# adder_accumulator

Figure 1. Placement view (adder_accumulator).
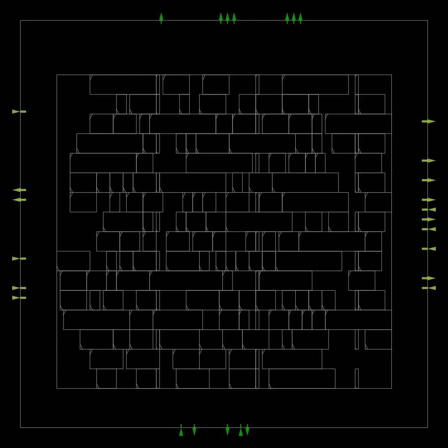

==> config.mk <==
export PLATFORM = sky130hd
export DESIGN_NAME = adder_accumulator
export DESIGN_NICKNAME = d
export VERILOG_FILES = /design/src/rtl/adder_pkg.sv /design/src/rtl/adder_accumulator_adder.sv /design/src/rtl/adder_accumulator.sv
export SDC_FILE = /design/constraint.sdc
export NUM_CORES = 1
export LEC_CHECK = 0
export CAP_MARGIN = 20
export CORE_MARGIN = 5
export CORE_UTILIZATION = 47
export DETAILED_ROUTE_END_ITERATION = 10
export PLACE_DENSITY = 0.76
export SLEW_MARGIN = 20
export SYNTH_ARGS = -nofsm -noshare
export SYNTH_HDL_FRONTEND = slang
export SYNTH_SLANG_ARGS = --single-unit
==> constraint.sdc <==
create_clock -name clk -period 2.8 [get_ports clk]
set_input_delay 0.84 -clock clk [delete_from_list [all_inputs] [get_ports clk]]
set_output_delay 0.84 -clock clk [all_outputs]
set_load 0.02 [all_outputs]
==> src/rtl/adder_pkg.sv <==
// adder_pkg: shared widths, opcodes and handshake states for the accumulator stage
package adder_pkg;
  localparam int DATA_W = 4;
  typedef enum logic [1:0] {OP_LOAD = 2'b00, OP_ADD = 2'b01, OP_SUB = 2'b10, OP_CLEAR = 2'b11} op_e;
  typedef enum logic {EMPTY = 1'b0, FULL = 1'b1} st_e;
endpackage

==> src/rtl/adder_accumulator_adder.sv <==
// Adder: 4-bit add/subtract; on subtract co=1 means no borrow
module Adder
  import adder_pkg::*;
(
  input  logic [DATA_W-1:0] x,
  input  logic [DATA_W-1:0] y,
  input  logic              is_sub,
  output logic [DATA_W-1:0] sum,
  output logic              co
);
  assign {co, sum} = {1'b0, x} + {1'b0, is_sub ? ~y : y} + {{DATA_W{1'b0}}, is_sub};
endmodule

==> src/rtl/adder_accumulator.sv <==
// adder_accumulator: handshaked accumulator stage around Adder with registered flags
module adder_accumulator
  import adder_pkg::*;
#(
  parameter bit STICKY_OVF = 1'b1,
  parameter int CNT_W      = 8
) (
  input  logic              clk,
  input  logic              rst_n,
  input  logic              in_valid,
  output logic              in_ready,
  input  logic [DATA_W-1:0] in_data,
  input  logic [1:0]        in_op,
  output logic              out_valid,
  input  logic              out_ready,
  output logic [DATA_W-1:0] acc,
  output logic              carry,
  output logic              zero,
  output logic              overflow,
  output logic              ovf_sticky,
  output logic [CNT_W-1:0]  op_count
);
  st_e state_q, state_d;
  op_e op;
  logic [DATA_W-1:0] acc_q, acc_d, sum;
  logic carry_q, carry_d, ovf_q, ovf_d, sticky_q, sticky_d, co, accept, ld_clr;
  logic [CNT_W-1:0] cnt_q;
  assign op = op_e'(in_op);
  Adder u_adder (.x(acc_q), .y(in_data), .is_sub(op == OP_SUB), .sum(sum), .co(co));
  always_ff @(posedge clk or negedge rst_n) begin
    if (!rst_n) state_q <= EMPTY;
    else state_q <= state_d;
  end
  always_comb begin
    state_d = accept ? FULL : (out_ready ? EMPTY : state_q);
  end
  always_comb begin
    out_valid = state_q == FULL;
    in_ready  = !out_valid || out_ready;
    accept    = in_valid && in_ready;
  end
  always_comb begin
    ld_clr   = op == OP_LOAD || op == OP_CLEAR;
    acc_d    = op == OP_LOAD ? in_data : op == OP_CLEAR ? '0 : sum;
    carry_d  = !ld_clr && co;
    ovf_d    = op == OP_ADD ? (acc_q[DATA_W-1] == in_data[DATA_W-1]) && (sum[DATA_W-1] != acc_q[DATA_W-1]) :
               op == OP_SUB ? (acc_q[DATA_W-1] != in_data[DATA_W-1]) && (sum[DATA_W-1] != acc_q[DATA_W-1]) : 1'b0;
    sticky_d = STICKY_OVF ? !ld_clr && (sticky_q || ovf_d) : ovf_d;
  end
  // results and flags only move on an accepted op, so they hold under backpressure
  always_ff @(posedge clk or negedge rst_n) begin
    if (!rst_n) begin
      acc_q    <= '0;
      carry_q  <= 1'b0;
      ovf_q    <= 1'b0;
      sticky_q <= 1'b0;
      cnt_q    <= '0;
    end else if (accept) begin
      acc_q    <= acc_d;
      carry_q  <= carry_d;
      ovf_q    <= ovf_d;
      sticky_q <= sticky_d;
      cnt_q    <= cnt_q + CNT_W'(1);
    end
  end
  assign acc        = acc_q;
  assign carry      = carry_q;
  assign zero       = acc_q == '0;
  assign overflow   = ovf_q;
  assign ovf_sticky = sticky_q;
  assign op_count   = cnt_q;
endmodule

# controladora

**src/rtl/controladora.sv**
```systemverilog
// Lighting/load controller: debounced push button (short/long press) plus
// IR presence sensor driving a load enable, with an absence shutdown timer.
module controladora #(
  parameter int unsigned DEBOUNCE_P        = 300,
  parameter int unsigned SWITCH_MODE_MIN_T = 5000,
  parameter int unsigned AUTO_SHUTDOWN_T   = 30000
) (
  input  logic clk,
  input  logic rst,
  input  logic infravermelho,
  input  logic push_button,
  output logic led,
  output logic saida
);

  localparam int unsigned DB_W   = $clog2(DEBOUNCE_P + 1);
  localparam int unsigned HOLD_W = $clog2(SWITCH_MODE_MIN_T + 1);

  typedef enum logic [1:0] {
    INICIAL  = 2'd0,
    CONTANDO = 2'd1,
    TEMP     = 2'd2
  } estado_t;

  estado_t     estado, estado_nx;
  logic [31:0] Tc, tc_nx;

  logic [1:0]        btn_sync;
  logic              btn;
  logic              btn_db;
  logic              btn_db_q;
  logic [DB_W-1:0]   db_cnt;
  logic [HOLD_W-1:0] hold;
  logic              fall_c;
  logic              long_p;
  logic              short_p;
  logic              c;
  logic              enable;

  assign btn    = btn_sync[1];
  assign fall_c = btn_db_q & ~btn_db;
  // Shutdown pulse: high for the single cycle spent in TEMP.
  assign c      = (estado == TEMP);
  // led doubles as the mode register: 1 = MANUAL, 0 = AUTO.
  assign enable = saida & ~led;

  // Two-flop synchronizer for the asynchronous raw button.
  always_ff @(posedge clk or posedge rst) begin
    if (rst) btn_sync <= '0;
    else     btn_sync <= {btn_sync[0], push_button};
  end

  // Debounce: adopt a new level after DEBOUNCE_P consecutive differing samples.
  always_ff @(posedge clk or posedge rst) begin
    if (rst) begin
      btn_db <= 1'b0;
      db_cnt <= '0;
    end else if (btn != btn_db) begin
      if (db_cnt == DB_W'(DEBOUNCE_P - 1)) begin
        btn_db <= btn;
        db_cnt <= '0;
      end else begin
        db_cnt <= db_cnt + DB_W'(1);
      end
    end else begin
      db_cnt <= '0;
    end
  end

  // Hold-time measurement and press classification on the debounced falling edge.
  always_ff @(posedge clk or posedge rst) begin
    if (rst) begin
      btn_db_q <= 1'b0;
      hold     <= '0;
      long_p   <= 1'b0;
      short_p  <= 1'b0;
    end else begin
      btn_db_q <= btn_db;
      long_p   <= fall_c && (hold >= HOLD_W'(SWITCH_MODE_MIN_T));
      short_p  <= fall_c && (hold <  HOLD_W'(SWITCH_MODE_MIN_T));
      if (fall_c) begin
        hold <= '0;
      end else if (btn_db && (hold != HOLD_W'(SWITCH_MODE_MIN_T))) begin
        hold <= hold + HOLD_W'(1);
      end
    end
  end

  // Mode and load enable; a long press takes priority over every other source.
  always_ff @(posedge clk or posedge rst) begin
    if (rst) begin
      led   <= 1'b0;
      saida <= 1'b0;
    end else if (long_p) begin
      led <= ~led;
      if (led) saida <= infravermelho;
    end else if (led) begin
      if (short_p) saida <= ~saida;
    end else if (infravermelho) begin
      saida <= 1'b1;
    end else if (c) begin
      saida <= 1'b0;
    end
  end

  // Absence timer state register.
  always_ff @(posedge clk or posedge rst) begin
    if (rst) begin
      estado <= INICIAL;
      Tc     <= '0;
    end else begin
      estado <= estado_nx;
      Tc     <= tc_nx;
    end
  end

  // Absence timer next state; leaving CONTANDO outranks the timeout.
  always_comb begin
    estado_nx = estado;
    tc_nx     = Tc;
    case (estado)
      INICIAL: begin
        tc_nx = '0;
        if (enable && !infravermelho) estado_nx = CONTANDO;
      end
      CONTANDO: begin
        if (infravermelho || !enable) begin
          estado_nx = INICIAL;
          tc_nx     = '0;
        end else if (Tc == 32'(AUTO_SHUTDOWN_T)) begin
          estado_nx = TEMP;
          tc_nx     = '0;
        end else begin
          tc_nx = Tc + 32'd1;
        end
      end
      TEMP: begin
        estado_nx = INICIAL;
        tc_nx     = '0;
      end
      default: begin
        estado_nx = INICIAL;
        tc_nx     = '0;
      end
    endcase
  end

endmodule

```
**config.mk**
```make
export PLATFORM = sky130hd
export DESIGN_NAME = controladora
export DESIGN_NICKNAME = d
export VERILOG_FILES = /design/src/rtl/controladora.sv
export SDC_FILE = /design/constraint.sdc
export NUM_CORES = 1
export LEC_CHECK = 0
export CAP_MARGIN = 40
export CORE_MARGIN = 3
export CORE_UTILIZATION = 40
export DETAILED_ROUTE_END_ITERATION = 7
export SLEW_MARGIN = 10
export SYNTH_ARGS = -nofsm -noshare
export SYNTH_HDL_FRONTEND = slang
export SYNTH_SLANG_ARGS = --single-unit
```
**constraint.sdc**
```tcl
create_clock -name clk -period 4.26 [get_ports clk]
set_input_delay 0.852 -clock clk [delete_from_list [all_inputs] [get_ports clk]]
set_output_delay 0.852 -clock clk [all_outputs]
set_load 0.05 [all_outputs]
```
# mandel_pixel_engine

## config.mk

```make
export PLATFORM = sky130hd
export DESIGN_NAME = mandel_pixel_engine
export DESIGN_NICKNAME = d
export VERILOG_FILES = /design/src/rtl/mandel_pkg.sv /design/src/rtl/mandel_iter_step.sv /design/src/rtl/mandel_pixel_engine.sv
export SDC_FILE = /design/constraint.sdc
export NUM_CORES = 2
export LEC_CHECK = 0
export CORE_ASPECT_RATIO = 0.8
export CORE_UTILIZATION = 32
export CTS_CLUSTER_DIAMETER = 40
export DETAILED_ROUTE_END_ITERATION = 6
export GPL_TIMING_DRIVEN = 1
export HOLD_SLACK_MARGIN = 0.15
export SETUP_SLACK_MARGIN = 0.02
export SYNTH_ARGS = -nofsm -noshare
export SYNTH_HDL_FRONTEND = slang
export SYNTH_SLANG_ARGS = --single-unit
```

## constraint.sdc

```tcl
create_clock -name clk -period 16.2 [get_ports clk]
set_input_delay 1.62 -clock clk [delete_from_list [all_inputs] [get_ports clk]]
set_output_delay 1.62 -clock clk [all_outputs]
set_load 0.01 [all_outputs]
```

## src/rtl/mandel_pkg.sv

```systemverilog
// Shared constants, state encoding and colour map for the Mandelbrot pixel engine.
package mandel_pkg;

  localparam int FX_WIDTH   = 18;
  localparam int FX_FRAC    = 13;
  localparam int PROD_WIDTH = 2 * FX_WIDTH + 1;

  // 4.0 at product scale (2*FX_FRAC fraction bits), one guard bit for |z|^2 sums.
  localparam logic [PROD_WIDTH-1:0] ESCAPE_R2 =
    {{(PROD_WIDTH - 2 * FX_FRAC - 3){1'b0}}, 3'b100, {(2 * FX_FRAC){1'b0}}};

  typedef enum logic [2:0] {
    ST_IDLE,
    ST_INIT,
    ST_ITER,
    ST_WRITE,
    ST_DONE
  } state_e;

  function automatic logic [11:0] colour_map(input logic [7:0] n);
    return {n[3:0], n[5:2], n[7:4]};
  endfunction

endpackage

```

## src/rtl/mandel_iter_step.sv

```systemverilog
// One combinational z <- z^2 + c step in Q4.13, plus the |z|^2 > 4 escape test.
module mandel_iter_step
  import mandel_pkg::*;
(
  input  logic signed [FX_WIDTH-1:0] z_r,
  input  logic signed [FX_WIDTH-1:0] z_i,
  input  logic signed [FX_WIDTH-1:0] c_r,
  input  logic signed [FX_WIDTH-1:0] c_i,
  output logic signed [FX_WIDTH-1:0] z_r_next,
  output logic signed [FX_WIDTH-1:0] z_i_next,
  output logic                       escape
);

  logic signed [2*FX_WIDTH-1:0] rr, ii, ri;
  logic signed [PROD_WIDTH-1:0] diff, twice_ri, diff_sh, twice_sh;
  logic        [PROD_WIDTH-1:0] mag2;

  assign rr = z_r * z_r;
  assign ii = z_i * z_i;
  assign ri = z_r * z_i;

  assign mag2   = rr + ii;
  assign escape = mag2 > ESCAPE_R2;

  assign diff     = rr - ii;
  assign twice_ri = $signed({ri, 1'b0});
  assign diff_sh  = diff >>> FX_FRAC;
  assign twice_sh = twice_ri >>> FX_FRAC;

  // Truncation to FX_WIDTH wraps on overflow; no saturation is intended.
  assign z_r_next = diff_sh[FX_WIDTH-1:0] + c_r;
  assign z_i_next = twice_sh[FX_WIDTH-1:0] + c_i;

endmodule

```

## src/rtl/mandel_pixel_engine.sv

```systemverilog
// Raster-order escape-time Mandelbrot generator writing 12-bit colours to frame-buffer port A.
module mandel_pixel_engine
  import mandel_pkg::*;
#(
  parameter int H_RES      = 320,
  parameter int V_RES      = 240,
  parameter int ADDR_WIDTH = 17,
  parameter int DATA_WIDTH = 12,
  parameter int MAX_ITER   = 255
) (
  input  logic                         clk,
  input  logic                         rst_n,
  input  logic                         i_enable,
  input  logic                         i_start,
  input  logic signed [FX_WIDTH-1:0]   i_x0,
  input  logic signed [FX_WIDTH-1:0]   i_y0,
  input  logic        [FX_WIDTH-1:0]   i_step,
  output logic        [ADDR_WIDTH-1:0] o_addr,
  output logic        [DATA_WIDTH-1:0] o_data,
  output logic                         o_write,
  output logic                         o_busy,
  output logic                         o_done
);

  localparam int XW = (H_RES > 1) ? $clog2(H_RES) : 1;
  localparam int YW = (V_RES > 1) ? $clog2(V_RES) : 1;
  localparam logic [XW-1:0] X_LAST = XW'(H_RES - 1);
  localparam logic [YW-1:0] Y_LAST = YW'(V_RES - 1);
  localparam logic [7:0]    N_MAX  = 8'(MAX_ITER);

  state_e state, state_next;

  logic        [XW-1:0]       x;
  logic        [YW-1:0]       y;
  logic signed [FX_WIDTH-1:0] x0_q, c_r, c_i, z_r, z_i, z_r_nx, z_i_nx;
  logic        [FX_WIDTH-1:0] step_q;
  logic        [7:0]          n;
  logic                       escape, iter_end, last_px;

  mandel_iter_step u_iter_step (
    .z_r      (z_r),
    .z_i      (z_i),
    .c_r      (c_r),
    .c_i      (c_i),
    .z_r_next (z_r_nx),
    .z_i_next (z_i_nx),
    .escape   (escape)
  );

  assign iter_end = escape || (n == N_MAX);
  assign last_px  = (x == X_LAST) && (y == Y_LAST);

  // NOTE: sequential state uses <= so every register samples pre-edge values.
  always_ff @(posedge clk or negedge rst_n) begin
    if (!rst_n) state <= ST_IDLE;
    else        state <= state_next;
  end

  // NOTE: default assigned first so no path leaves state_next unassigned (no latch).
  always_comb begin
    state_next = state;
    unique case (state)
      ST_IDLE:  if (i_start) state_next = ST_INIT;
      ST_INIT:  if (i_enable) state_next = ST_ITER;
      ST_ITER:  if (i_enable && iter_end) state_next = ST_WRITE;
      ST_WRITE: state_next = last_px ? ST_DONE : ST_INIT;
      ST_DONE:  state_next = ST_IDLE;
      default:  state_next = ST_IDLE;
    endcase
  end

  // NOTE: datapath registers are few and cheap, so all are reset for clean X-free sim.
  always_ff @(posedge clk or negedge rst_n) begin
    if (!rst_n) begin
      x       <= '0;
      y       <= '0;
      x0_q    <= '0;
      step_q  <= '0;
      c_r     <= '0;
      c_i     <= '0;
      z_r     <= '0;
      z_i     <= '0;
      n       <= '0;
      o_addr  <= '0;
      o_data  <= '0;
      o_write <= 1'b0;
      o_busy  <= 1'b0;
      o_done  <= 1'b0;
    end else begin
      unique case (state)
        ST_IDLE: if (i_start) begin
          x0_q   <= i_x0;
          step_q <= i_step;
          c_r    <= i_x0;
          c_i    <= i_y0;
          x      <= '0;
          y      <= '0;
          o_addr <= '0;
          o_busy <= 1'b1;
        end
        ST_INIT: if (i_enable) begin
          z_r <= '0;
          z_i <= '0;
          n   <= '0;
        end
        ST_ITER: if (i_enable) begin
          if (iter_end) begin
            o_data  <= (n == N_MAX) ? '0 : DATA_WIDTH'(colour_map(n));
            o_write <= 1'b1;
          end else begin
            z_r <= z_r_nx;
            z_i <= z_i_nx;
            n   <= n + 8'd1;
          end
        end
        ST_WRITE: begin
          o_write <= 1'b0;
          o_addr  <= o_addr + ADDR_WIDTH'(1);
          if (x == X_LAST) begin
            x   <= '0;
            c_r <= x0_q;
            y   <= y + YW'(1);
            c_i <= c_i - step_q;
          end else begin
            x   <= x + XW'(1);
            c_r <= c_r + step_q;
          end
          if (last_px) begin
            o_done <= 1'b1;
            o_busy <= 1'b0;
          end
        end
        ST_DONE: o_done <= 1'b0;
        default: ;
      endcase
    end
  end

endmodule

```

# ifetch

### src/rtl/ifetch_pkg.sv
// Shared fetch-side types and constants: address/word types, boolean
// constants, RISC-V opcode field, and the instruction-queue payload.
package ifetch_pkg;

   localparam int unsigned XLEN     = 32;
   localparam int unsigned OPC_LO   = 0;
   localparam int unsigned OPC_HI   = 6;
   localparam int unsigned OPC_W    = OPC_HI - OPC_LO + 1;
   localparam int unsigned INST_B   = 4;

   typedef logic [XLEN-1:0] addr_t;
   typedef logic [XLEN-1:0] word_t;

   localparam logic  TRUE      = 1'b1;
   localparam logic  FALSE     = 1'b0;
   localparam word_t ZERO_WORD = '0;

   // Fetch PCs are word aligned; this mask clears the byte offset.
   localparam addr_t PC_MASK   = ~addr_t'(INST_B - 1);

   localparam logic [OPC_W-1:0] OPC_OP_IMM = 7'b0010011;
   localparam logic [OPC_W-1:0] OPC_BRANCH = 7'b1100011;
   localparam logic [OPC_W-1:0] OPC_JAL    = 7'b1101111;
   localparam logic [OPC_W-1:0] OPC_JALR   = 7'b1100111;
   localparam word_t            NOP_INST   = 32'h0000_0013;

   // One instruction-queue entry as presented to decode.
   typedef struct packed {
      addr_t pc;
      word_t inst;
      logic  pred_taken;
      addr_t pred_pc;
   } iq_entry_t;

endpackage

### src/rtl/ifetch.sv
// ifetch: instruction-fetch sequencer. Owns the fetch PC, issues one icache
// request at a time, presents each returned instruction to the branch
// predictor, and pushes {pc, inst, pred_taken, pred_pc} into the
// instruction queue. A commit-side redirect overrides all other activity.
//
// Ports:
//   clk, rst                 clock, synchronous active-high reset
//   ena                      global enable; low freezes all state
//   ic_req/ic_addr           fetch request pulse and held fetch address
//   ic_valid/ic_inst         icache response strobe and instruction word
//   pd_ena/pd_pc/pd_inst     predictor enable and instruction under prediction
//   pd_taken/pd_off          combinational prediction and target offset
//   iq_full                  queue cannot accept a push this cycle
//   iq_push/iq_*             push strobe and pushed entry
//   rd_ena/rd_pc             redirect request and target
module ifetch
   import ifetch_pkg::*;
#(
   parameter logic [XLEN-1:0] RESET_PC = 32'h0
) (
   input  logic            clk,
   input  logic            rst,
   input  logic            ena,
   output logic            ic_req,
   output logic [XLEN-1:0] ic_addr,
   input  logic            ic_valid,
   input  logic [XLEN-1:0] ic_inst,
   output logic            pd_ena,
   output logic [XLEN-1:0] pd_pc,
   output logic [XLEN-1:0] pd_inst,
   input  logic            pd_taken,
   input  logic [XLEN-1:0] pd_off,
   input  logic            iq_full,
   output logic            iq_push,
   output logic [XLEN-1:0] iq_pc,
   output logic [XLEN-1:0] iq_inst,
   output logic            iq_pred_taken,
   output logic [XLEN-1:0] iq_pred_pc,
   input  logic            rd_ena,
   input  logic [XLEN-1:0] rd_pc
);

   localparam logic [1:0] ST_FETCH = 2'd0;
   localparam logic [1:0] ST_WAIT  = 2'd1;
   localparam logic [1:0] ST_HOLD  = 2'd2;
   localparam logic [1:0] ST_DRAIN = 2'd3;

   logic [1:0] state_q, state_d;
   addr_t      pc_q, pc_d;
   word_t      inst_buf_q, inst_buf_d;
   addr_t      req_addr_q, req_addr_d;

   logic       req_c;
   logic       push_c;
   word_t      cur_inst_c;
   addr_t      next_pc_c;
   iq_entry_t  entry_c;

   // Instruction under prediction: bypassed response in WAIT, buffer in HOLD.
   always_comb begin
      cur_inst_c = ZERO_WORD;
      if (state_q == ST_WAIT) begin
         cur_inst_c = ic_inst;
      end else if (state_q == ST_HOLD) begin
         cur_inst_c = inst_buf_q;
      end
   end

   // Predicted successor; modulo 2^32, kept word aligned.
   always_comb begin
      next_pc_c = pd_taken ? (pc_q + pd_off) : (pc_q + addr_t'(INST_B));
      next_pc_c = next_pc_c & PC_MASK;
   end

   // Next-state and strobe logic.
   always_comb begin
      state_d    = state_q;
      pc_d       = pc_q;
      inst_buf_d = inst_buf_q;
      req_addr_d = req_addr_q;
      req_c      = FALSE;
      push_c     = FALSE;

      if (!rst && ena) begin
         if (rd_ena) begin
            pc_d       = rd_pc & PC_MASK;
            inst_buf_d = ZERO_WORD;
            case (state_q)
               // An outstanding request must be drained unless it lands now.
               ST_WAIT:  state_d = ic_valid ? ST_FETCH : ST_DRAIN;
               // A response landing together with a repeat redirect is the
               // orphan itself, so draining is complete.
               ST_DRAIN: state_d = ic_valid ? ST_FETCH : ST_DRAIN;
               default:  state_d = ST_FETCH;
            endcase
         end else begin
            case (state_q)
               ST_FETCH: begin
                  if (!iq_full) begin
                     req_c      = TRUE;
                     req_addr_d = pc_q;
                     state_d    = ST_WAIT;
                  end
               end
               ST_WAIT: begin
                  if (ic_valid) begin
                     if (!iq_full) begin
                        push_c  = TRUE;
                        pc_d    = next_pc_c;
                        state_d = ST_FETCH;
                     end else begin
                        inst_buf_d = ic_inst;
                        state_d    = ST_HOLD;
                     end
                  end
               end
               ST_HOLD: begin
                  if (!iq_full) begin
                     push_c  = TRUE;
                     pc_d    = next_pc_c;
                     state_d = ST_FETCH;
                  end
               end
               default: begin
                  if (ic_valid) begin
                     state_d = ST_FETCH;
                  end
               end
            endcase
         end
      end
   end

   // State registers.
   always_ff @(posedge clk) begin
      if (rst) begin
         state_q    <= ST_FETCH;
         pc_q       <= RESET_PC & PC_MASK;
         inst_buf_q <= ZERO_WORD;
         req_addr_q <= RESET_PC & PC_MASK;
      end else begin
         state_q    <= state_d;
         pc_q       <= pc_d;
         inst_buf_q <= inst_buf_d;
         req_addr_q <= req_addr_d;
      end
   end

   always_comb begin
      entry_c.pc         = pc_q;
      entry_c.inst       = cur_inst_c;
      entry_c.pred_taken = pd_taken;
      entry_c.pred_pc    = next_pc_c;
   end

   // ic_addr tracks pc while idle, then holds the issued address even if a
   // redirect moves pc before the response returns.
   assign ic_req        = req_c;
   assign ic_addr       = rst ? ZERO_WORD :
                          ((state_q == ST_FETCH) ? pc_q : req_addr_q);
   assign pd_ena        = ena;
   assign pd_pc         = rst ? ZERO_WORD : pc_q;
   assign pd_inst       = rst ? ZERO_WORD : cur_inst_c;

   // Queue payload is zero whenever no push is in progress.
   assign iq_push       = push_c;
   assign iq_pc         = push_c ? entry_c.pc         : ZERO_WORD;
   assign iq_inst       = push_c ? entry_c.inst       : ZERO_WORD;
   assign iq_pred_taken = push_c ? entry_c.pred_taken : FALSE;
   assign iq_pred_pc    = push_c ? entry_c.pred_pc    : ZERO_WORD;

endmodule
### config.mk
export PLATFORM = sky130hd
export DESIGN_NAME = ifetch
export DESIGN_NICKNAME = d
export VERILOG_FILES = /design/src/rtl/ifetch_pkg.sv /design/src/rtl/ifetch.sv
export SDC_FILE = /design/constraint.sdc
export NUM_CORES = 1
export LEC_CHECK = 0
export ABC_AREA = 1
export ABC_CLOCK_PERIOD_IN_PS = 4800
export CAP_MARGIN = 20
export CORE_MARGIN = 2
export CORE_UTILIZATION = 45
export DETAILED_ROUTE_END_ITERATION = 8
export MAX_ROUTING_LAYER = met4
export PLACE_DENSITY_LB_ADDON = 0.25
export SKIP_LAST_GASP = 1
export SLEW_MARGIN = 20
export SYNTH_ARGS = -nofsm -noshare
export SYNTH_HDL_FRONTEND = slang
export SYNTH_SLANG_ARGS = --single-unit
### constraint.sdc
create_clock -name clk -period 4.8 [get_ports clk]
set_clock_uncertainty 0.1 [all_clocks]
set_input_delay 0.96 -clock clk [delete_from_list [all_inputs] [get_ports clk]]
set_output_delay 0.96 -clock clk [all_outputs]
set_load 0.02 [all_outputs]
Figure 2. Placement by cell class (controladora).
(3 px per um)
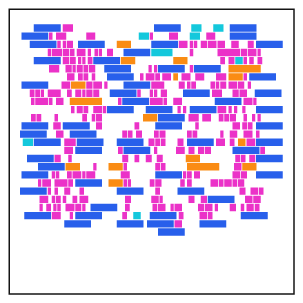
| color | class | cells |
|---|---|---|
| cyan | remaining buffers and delay cells | 8 |
| blue | registers | 64 |
| magenta | remaining logic cells | 251 |
| orange | clock drivers and dummy loads | 16 |

Figure 3. Nets reached from selected ports (controladora).
(4 px per um)
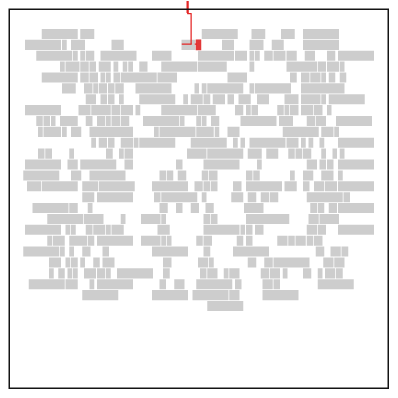
| color | port | bits | direction | end cells | buffers | wire |
|---|---|---|---|---|---|---|
| red | rst | 1 | input | 1 | 1 | 12.0 um |
count of buffers from port buffering: 5
number of ports placed on the die boundary: 6

==> run summary, controladora <==
From the run reports.

- For this run, the number of Yosys warnings is 0.
- The critical path endpoint is led.
- The power per cell area is 365 nW/um^2.
- In the hold report, the worst path ends at btn_sync[1]$_DFF_PP0_.
- Setup repair after global routing left no endpoint under its margin.
- The startpoint kind of the worst setup timing path is a flop.
- The data required time of the worst path is between 3 and 4 ns.
- The adder-cell share of the synthesized area is under 10%.
- The run finished with clean final reports.
- The type recorded for the worst min-delay path is reg -> reg.
- The met2 routed wirelength reads roughly 2700 um.
- The worst setup slack for register-to-register paths is 1.93 ns.
- At the floorplan stage, the core utilization is reported as 42.2%.
- The number of fill cells in the layout is 688.
- The chip footprint is slightly below 9000 um^2.
- The via-per-instance ratio reads 5.37.
- The slew at the pin closest to its max-slew limit is 0.914 ns.
- The post-synthesis cell type with the largest instance count reads sky130_fd_sc_hd__dfrtp_1.
- After detailed routing, the wire length on met1 is 2800 um.
- The final cell utilization of the core is 48.1%.
- The pre-CTS setup slack is 1.79 ns.
- The total length of routed wires reads a little under 6000 um.
- The library cell with the largest summed area after synthesis reads sky130_fd_sc_hd__dfrtp_1.
- The first global-routing pass estimated just over 10000 um of wire.
- The met1 global-route usage is between 15 and 20%.
- Per the detail_route report, routed wire per instance is 13.3 um.
- The final timing report derives a shortest allowable period of around 2.4 ns.
- The maximum vdd drop is 0.238 mV.
- The worst-case clock skew reads ~0.007 ns.
- The met3 usage in global routing is under 10%.
- The final standard cell area without fillers is about 3600 um^2.
- The count of nets left with antenna violations after detail routing is 0.
- The final report lists the setup-violating endpoint count as 0.
- The arrival time at the worst endpoint is 1.58 ns.
- According to the floorplan report, the die width is ~94 um.
- In the routed design, unresolved DRC markers number 0.
- The met3 routed wirelength reads approximately 190 um.
[controladora: power breakdown]
group | switching, uW | internal (uW)
clock network | 228 | 419
registers | 4.22 | 612
logic | 23.9 | 11.3
total | 257 | 1040
[controladora: layout make-up]
cell class | count | share of cell area (%)
Multi-Input combinational cell | 235 | 40.3
Clock inverter | 5 | 2.88
Tap cell | 99 | 3.48
Clock buffer | 11 | 4.25
Timing Repair Buffer | 8 | 2.39
Sequential cell | 64 | 45.0
Inverter | 16 | 1.69
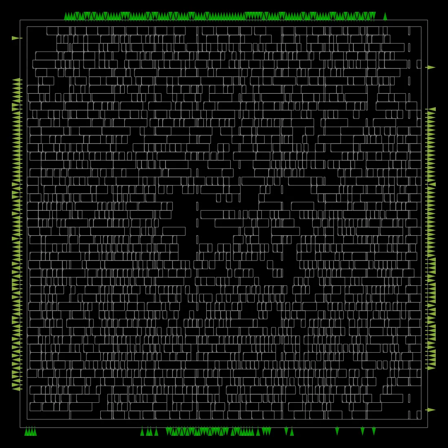
Figure 4: ifetch, placement view.
final core utilization: 68.6%
Tap Cells: 220
layout sequential cell count: 94
final-layout fill cell count: 1502

==> run summary, ifetch <==
From the run reports.

- The synthesis report gives the async set-or-reset register share as 0%.
- The clock sink count reads 94.
- The flow reports that sequential cells draw 34.6% of the design power.
- The top cell type in the final layout, fill and taps aside, is sky130_fd_sc_hd__nand2_1.
- Looking at the max-slew report, the worst-margin pin has a slew of 1.06 ns.
- The script logs the ratio of routed vias to standard cells as 5.04.
- For reference, the final report shows the hold violation count at 0.
- The die covers 17600 um^2.
- The synthesis run shows the most used standard cells to be sky130_fd_sc_hd__nand2_1 (331), sky130_fd_sc_hd__nor2_1 (220), sky130_fd_sc_hd__inv_1 (172).
- The total of hold buffers inserted after clock tree synthesis reads 0.
- The final net count is 1754.
- The run finished with clean final reports.
- Looking at hold timing, the worst path starts from inst_buf_q[10]$_SDFFE_PP0P_.
- The wire length of the first global-routing pass reads 43100 um.
- In this run, distinct cell masters in the synthesized netlist total 35.
- The endpoint of the most critical register-to-register path is inst_buf_q[6]$_SDFFE_PP0P_.
- The final standard cell area without fillers reads 11300 um^2.
- The total number of multi-input combinational cells is 960.
- In the routed design, unresolved DRC markers number 0.
- The width of the die is about 130 um.
- The number of cells in the yosys synthesis report reads 1303.
- The non-filler instance count after layout is 1842.
- For reference, the top cells by area after synthesis are sky130_fd_sc_hd__dfxtp_1 (25%), sky130_fd_sc_hd__nand2_1 (17%), sky130_fd_sc_hd__nor2_1 (11%).
- The worst min-delay path endpoint reads inst_buf_q[10]$_SDFFE_PP0P_.
- Static timing analysis puts the maximum clock frequency at 0.215 GHz.
-- ifetch: worst max-delay path by stage --
stage,from,to,depth (start not counted)
after floorplan,pd_taken,iq_pred_pc[24],14
after global placement,pd_taken,iq_pred_pc[30],13
after global routing,pd_taken,iq_pred_pc[30],13
after CTS,pd_off[2],iq_pred_pc[12],11
final,pd_taken,iq_pred_pc[11],15
after detailed placement,pd_taken,iq_pred_pc[30],13
-- ifetch: repair_timing --
action | CTS | global route
endpoints found under the setup margin | 26 | 15
pin swaps | 1 | 0
resized | 21 | 14
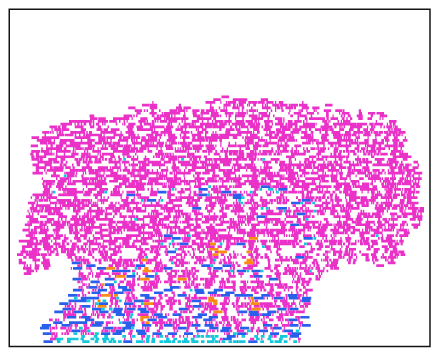
Figure 5: mandel_pixel_engine, placement by cell class.
(1 px per um)
| color | class | cells |
|---|---|---|
| blue | registers | 164 |
| cyan | remaining buffers and delay cells | 147 |
| magenta | remaining logic cells | 4714 |
| orange | clock drivers and dummy loads | 32 |
fraction of area in registers: 8.53%
number of cell rows: 122
post-route cell area: 48100 um^2
final core utilization: 34.8%
placeable core region: 138000 um^2

Figure 6. Clock distribution (mandel_pixel_engine).
(1 px per um)
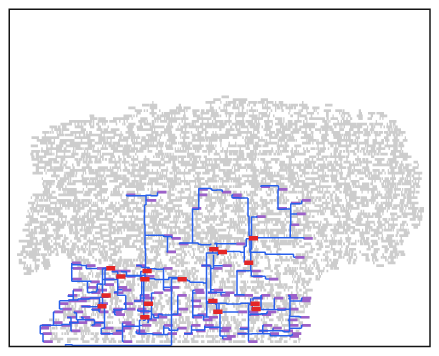
[red] clock-net drivers | count: 17
[blue] clock wires | length: 2870 um
[purple] flip-flops | count: 164
routed clock nets: 18
portion of total power attributed to the clock network: 4.8%
clock-net power: 432 uW
Clock Skew: 0.0230 ns

==> run summary, mandel_pixel_engine <==
From the run reports.

- The pre-antenna-repair detailed-routing pass consisted of 5 iterations.
- After synthesis, the largest area contributor takes up 39.2% of total cell area.
- Looking at the reg2reg group, the worst path starts from z_r[2]$_DFFE_PN0P_.
- The sequential share of the synthesized area reads 9.21%.
- The worst min-delay path endpoint is x0_q[10]$_DFFE_PN0P_.
- Setup repair after global routing left no endpoint under its margin.
- The startpoint kind of the worst setup timing path reads a flop.
- The run finished with clean final reports.
- The number of placed instances, taps included reads 6885.
- The worst setup margin is around 3.8 ns.
- The power group with the largest share reads combinational cells.
- The power in combinational cells is 7910 uW.
- Dividing the synthesized area by the synthesized cell count gives 8.79 um^2.
- Before placement the cells fill 32.2% of the core.
- The most common flop cell mapped by yosys reads sky130_fd_sc_hd__dfrtp_1.
- Post-CTS repair changed the size of 0 cells.
- The most frequently placed logic cell in the final layout reads sky130_fd_sc_hd__inv_1.
- From bottom edge to top edge, the die measures 336 um.
## mandel_pixel_engine: layout make-up
type	instances	area [um^2]
clock inverters	15	178
inverters	1185	4450
multi-input cells	3529	35300
clock buffers	17	425
flip-flops and latches	164	4100
repair buffers	147	1330
fillers	14300	90200
diodes	1	2.50
well taps	1860	2330
## mandel_pixel_engine: routing by layer
layer | track usage (%) | up-vias | part of all wire (%)
met1 | 26.4 | 16800 | 46
li1 | - | 15500 | -
met5 | 0.678 | - | 0.13
met4 | 4.12 | 6 | 2.4
met3 | 3.98 | 125 | 8.4
met2 | 27.0 | 1102 | 43
Figure 7. Clock distribution (adder_accumulator).
(4 px per um)
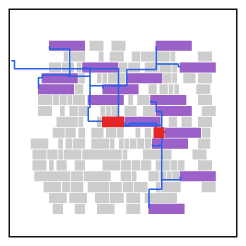
[blue] clock wires | length: 197 um
[red] clock-net drivers | count: 3
[purple] flip-flops | count: 16
routed clock nets: 4

## Picture notes: Figure 1
fraction of area in registers: 27.0%
Tap Cells: 27
layout sequential cell count: 16
final core utilization: 73.3%
number of cell rows: 16

==> run summary, adder_accumulator <==
From the run reports.

- The flow ran to the end, and the final reports show no timing, DRC or antenna violations.
- The flow reports that combinational logic draws 54.0% of the design power.
- The clock distribution power reads 152 uW.
- The number of post-CTS setup repair buffers is 0.
- The number of nets at floorplan is 124.
- The global-route congestion overflow total reads 0.
- Tracing the worst setup path back leads to its startpoint at in_op[0].
- The most frequently placed logic cell in the final layout reads sky130_fd_sc_hd__clkdlybuf4s50_1.
- The number of cells in the yosys synthesis report is 105.
- The critical path's most frequent cell is sky130_fd_sc_hd__inv_2.
- The largest buffer count on any clock path is 2.
- The total length of routed wires reads 2370 um.
- The post-synthesis instance total is 105.
- The power in sequential cells is 387 uW.
- The worst setup margin reads roughly 0.078 ns.
- The kind of capture point of the worst setup path is a flop.
- The cell family with the largest share of critical-path delay is simple AND/OR/NAND/NOR gates.
- The met3 routed wirelength reads 136 um.
- The total core area reads roughly 2000 um^2.
- TritonCTS built the clock tree.
- Per the power-grid run, VDD falls by no more than 0.481 mV.
- The global-route met2 utilization is 24.8%.
- The critical hold path startpoint reads op_count[7]$_DFFE_PN0P_.
- The number of global-route vias before repair came to between 800 and 900.
- The area growth from synthesis to layout reads 45.6%.
- The worst-case clock skew reads 0.0127 ns.
- The worst path buffer plus inverter count reads 4.
- The antenna cell count reads 0.
- The core utilization at floorplan reads 50.3%.
- STA shows the worst reg2reg path with a cell count of 7.
- The worst stage delay on the critical path reads 0.55 ns.
- The post-cts sizing count reads 4.
- At the worst endpoint, the arrival time is 2.91 ns.
- The flow reports an fmax of between 0.3 and 0.4 GHz.
- The number of max-slew violations in the final report reads 0.
- In the global route stage, overall resource usage came out at 15.2%.
- The number of placed instances, taps included reads 168.
- The met2 routed wirelength reads about 1100 um.
- The met3 usage in global routing is about 4.4%.
- In this run the critical register-to-register path is captured at ovf_sticky$_DFFE_PN0P_.
## adder_accumulator: layout make-up
cell class,count,area [um^2]
Tap cell,27,33.8
Sequential cell,16,400
Fill cell,148,541
Inverter,8,30.0
Multi-Input combinational cell,79,609
Clock buffer,4,36.3
Timing Repair Buffer,40,372
## adder_accumulator: flip-flops by register name, indices dropped and copies added (netlist names)
| name | flops |
|---|---|
| acc | 4 |
| carry | 1 |
| op_count | 8 |
| out_valid | 1 |
| overflow | 1 |
| ovf_sticky | 1 |


==> notes/layouts.md <==
Pictures saved along the way, in no particular order.

Nets reached from selected ports.
panel A
(4 px per um)
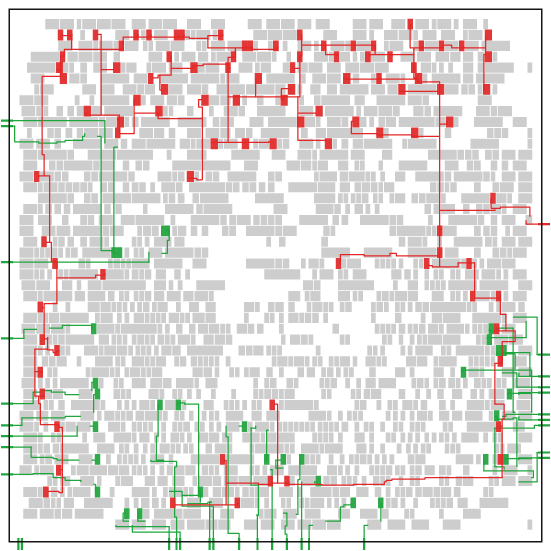
panel B
(1 px per um)
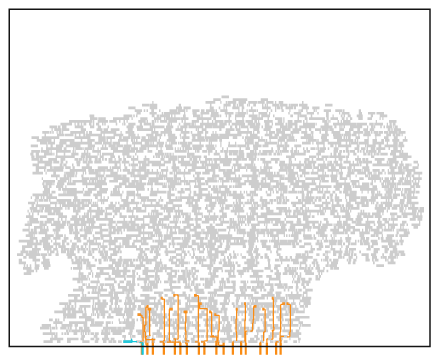
panel C
(8 px per um)
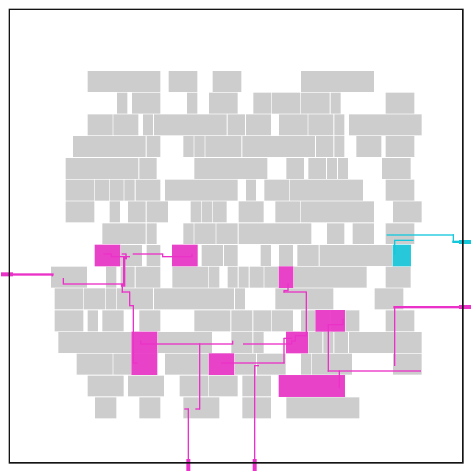
ifetch -> panel A
mandel_pixel_engine -> panel B
adder_accumulator -> panel C
Of these, largest die: panel B
Of these, most cells: panel B


==> notes/layouts.md <==
Pictures saved along the way, in no particular order.

Sequential cells grouped by signal name.
shot_01.png
(2 px per um)
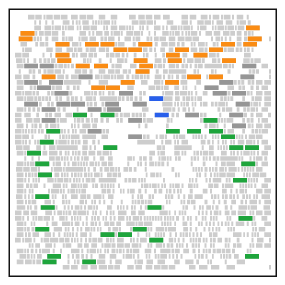
shot_02.png
(3 px per um)
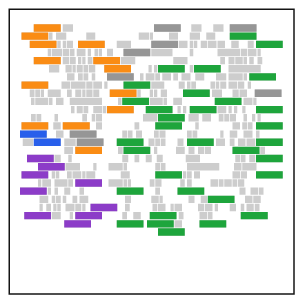
shot_03.png
(4 px per um)
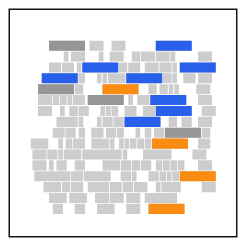
shot_04.png
(1 px per um)
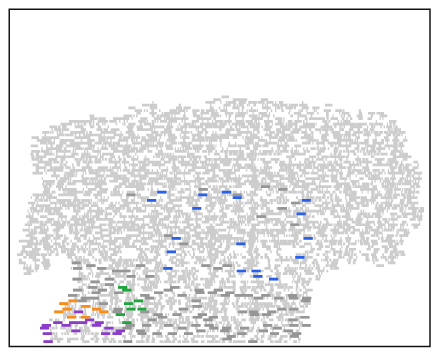
- shot_02.png = controladora
- shot_03.png = adder_accumulator
- shot_04.png = mandel_pixel_engine
- shot_01.png = ifetch
- smallest die: shot_03.png

Power and IR drop assume default switching activity.
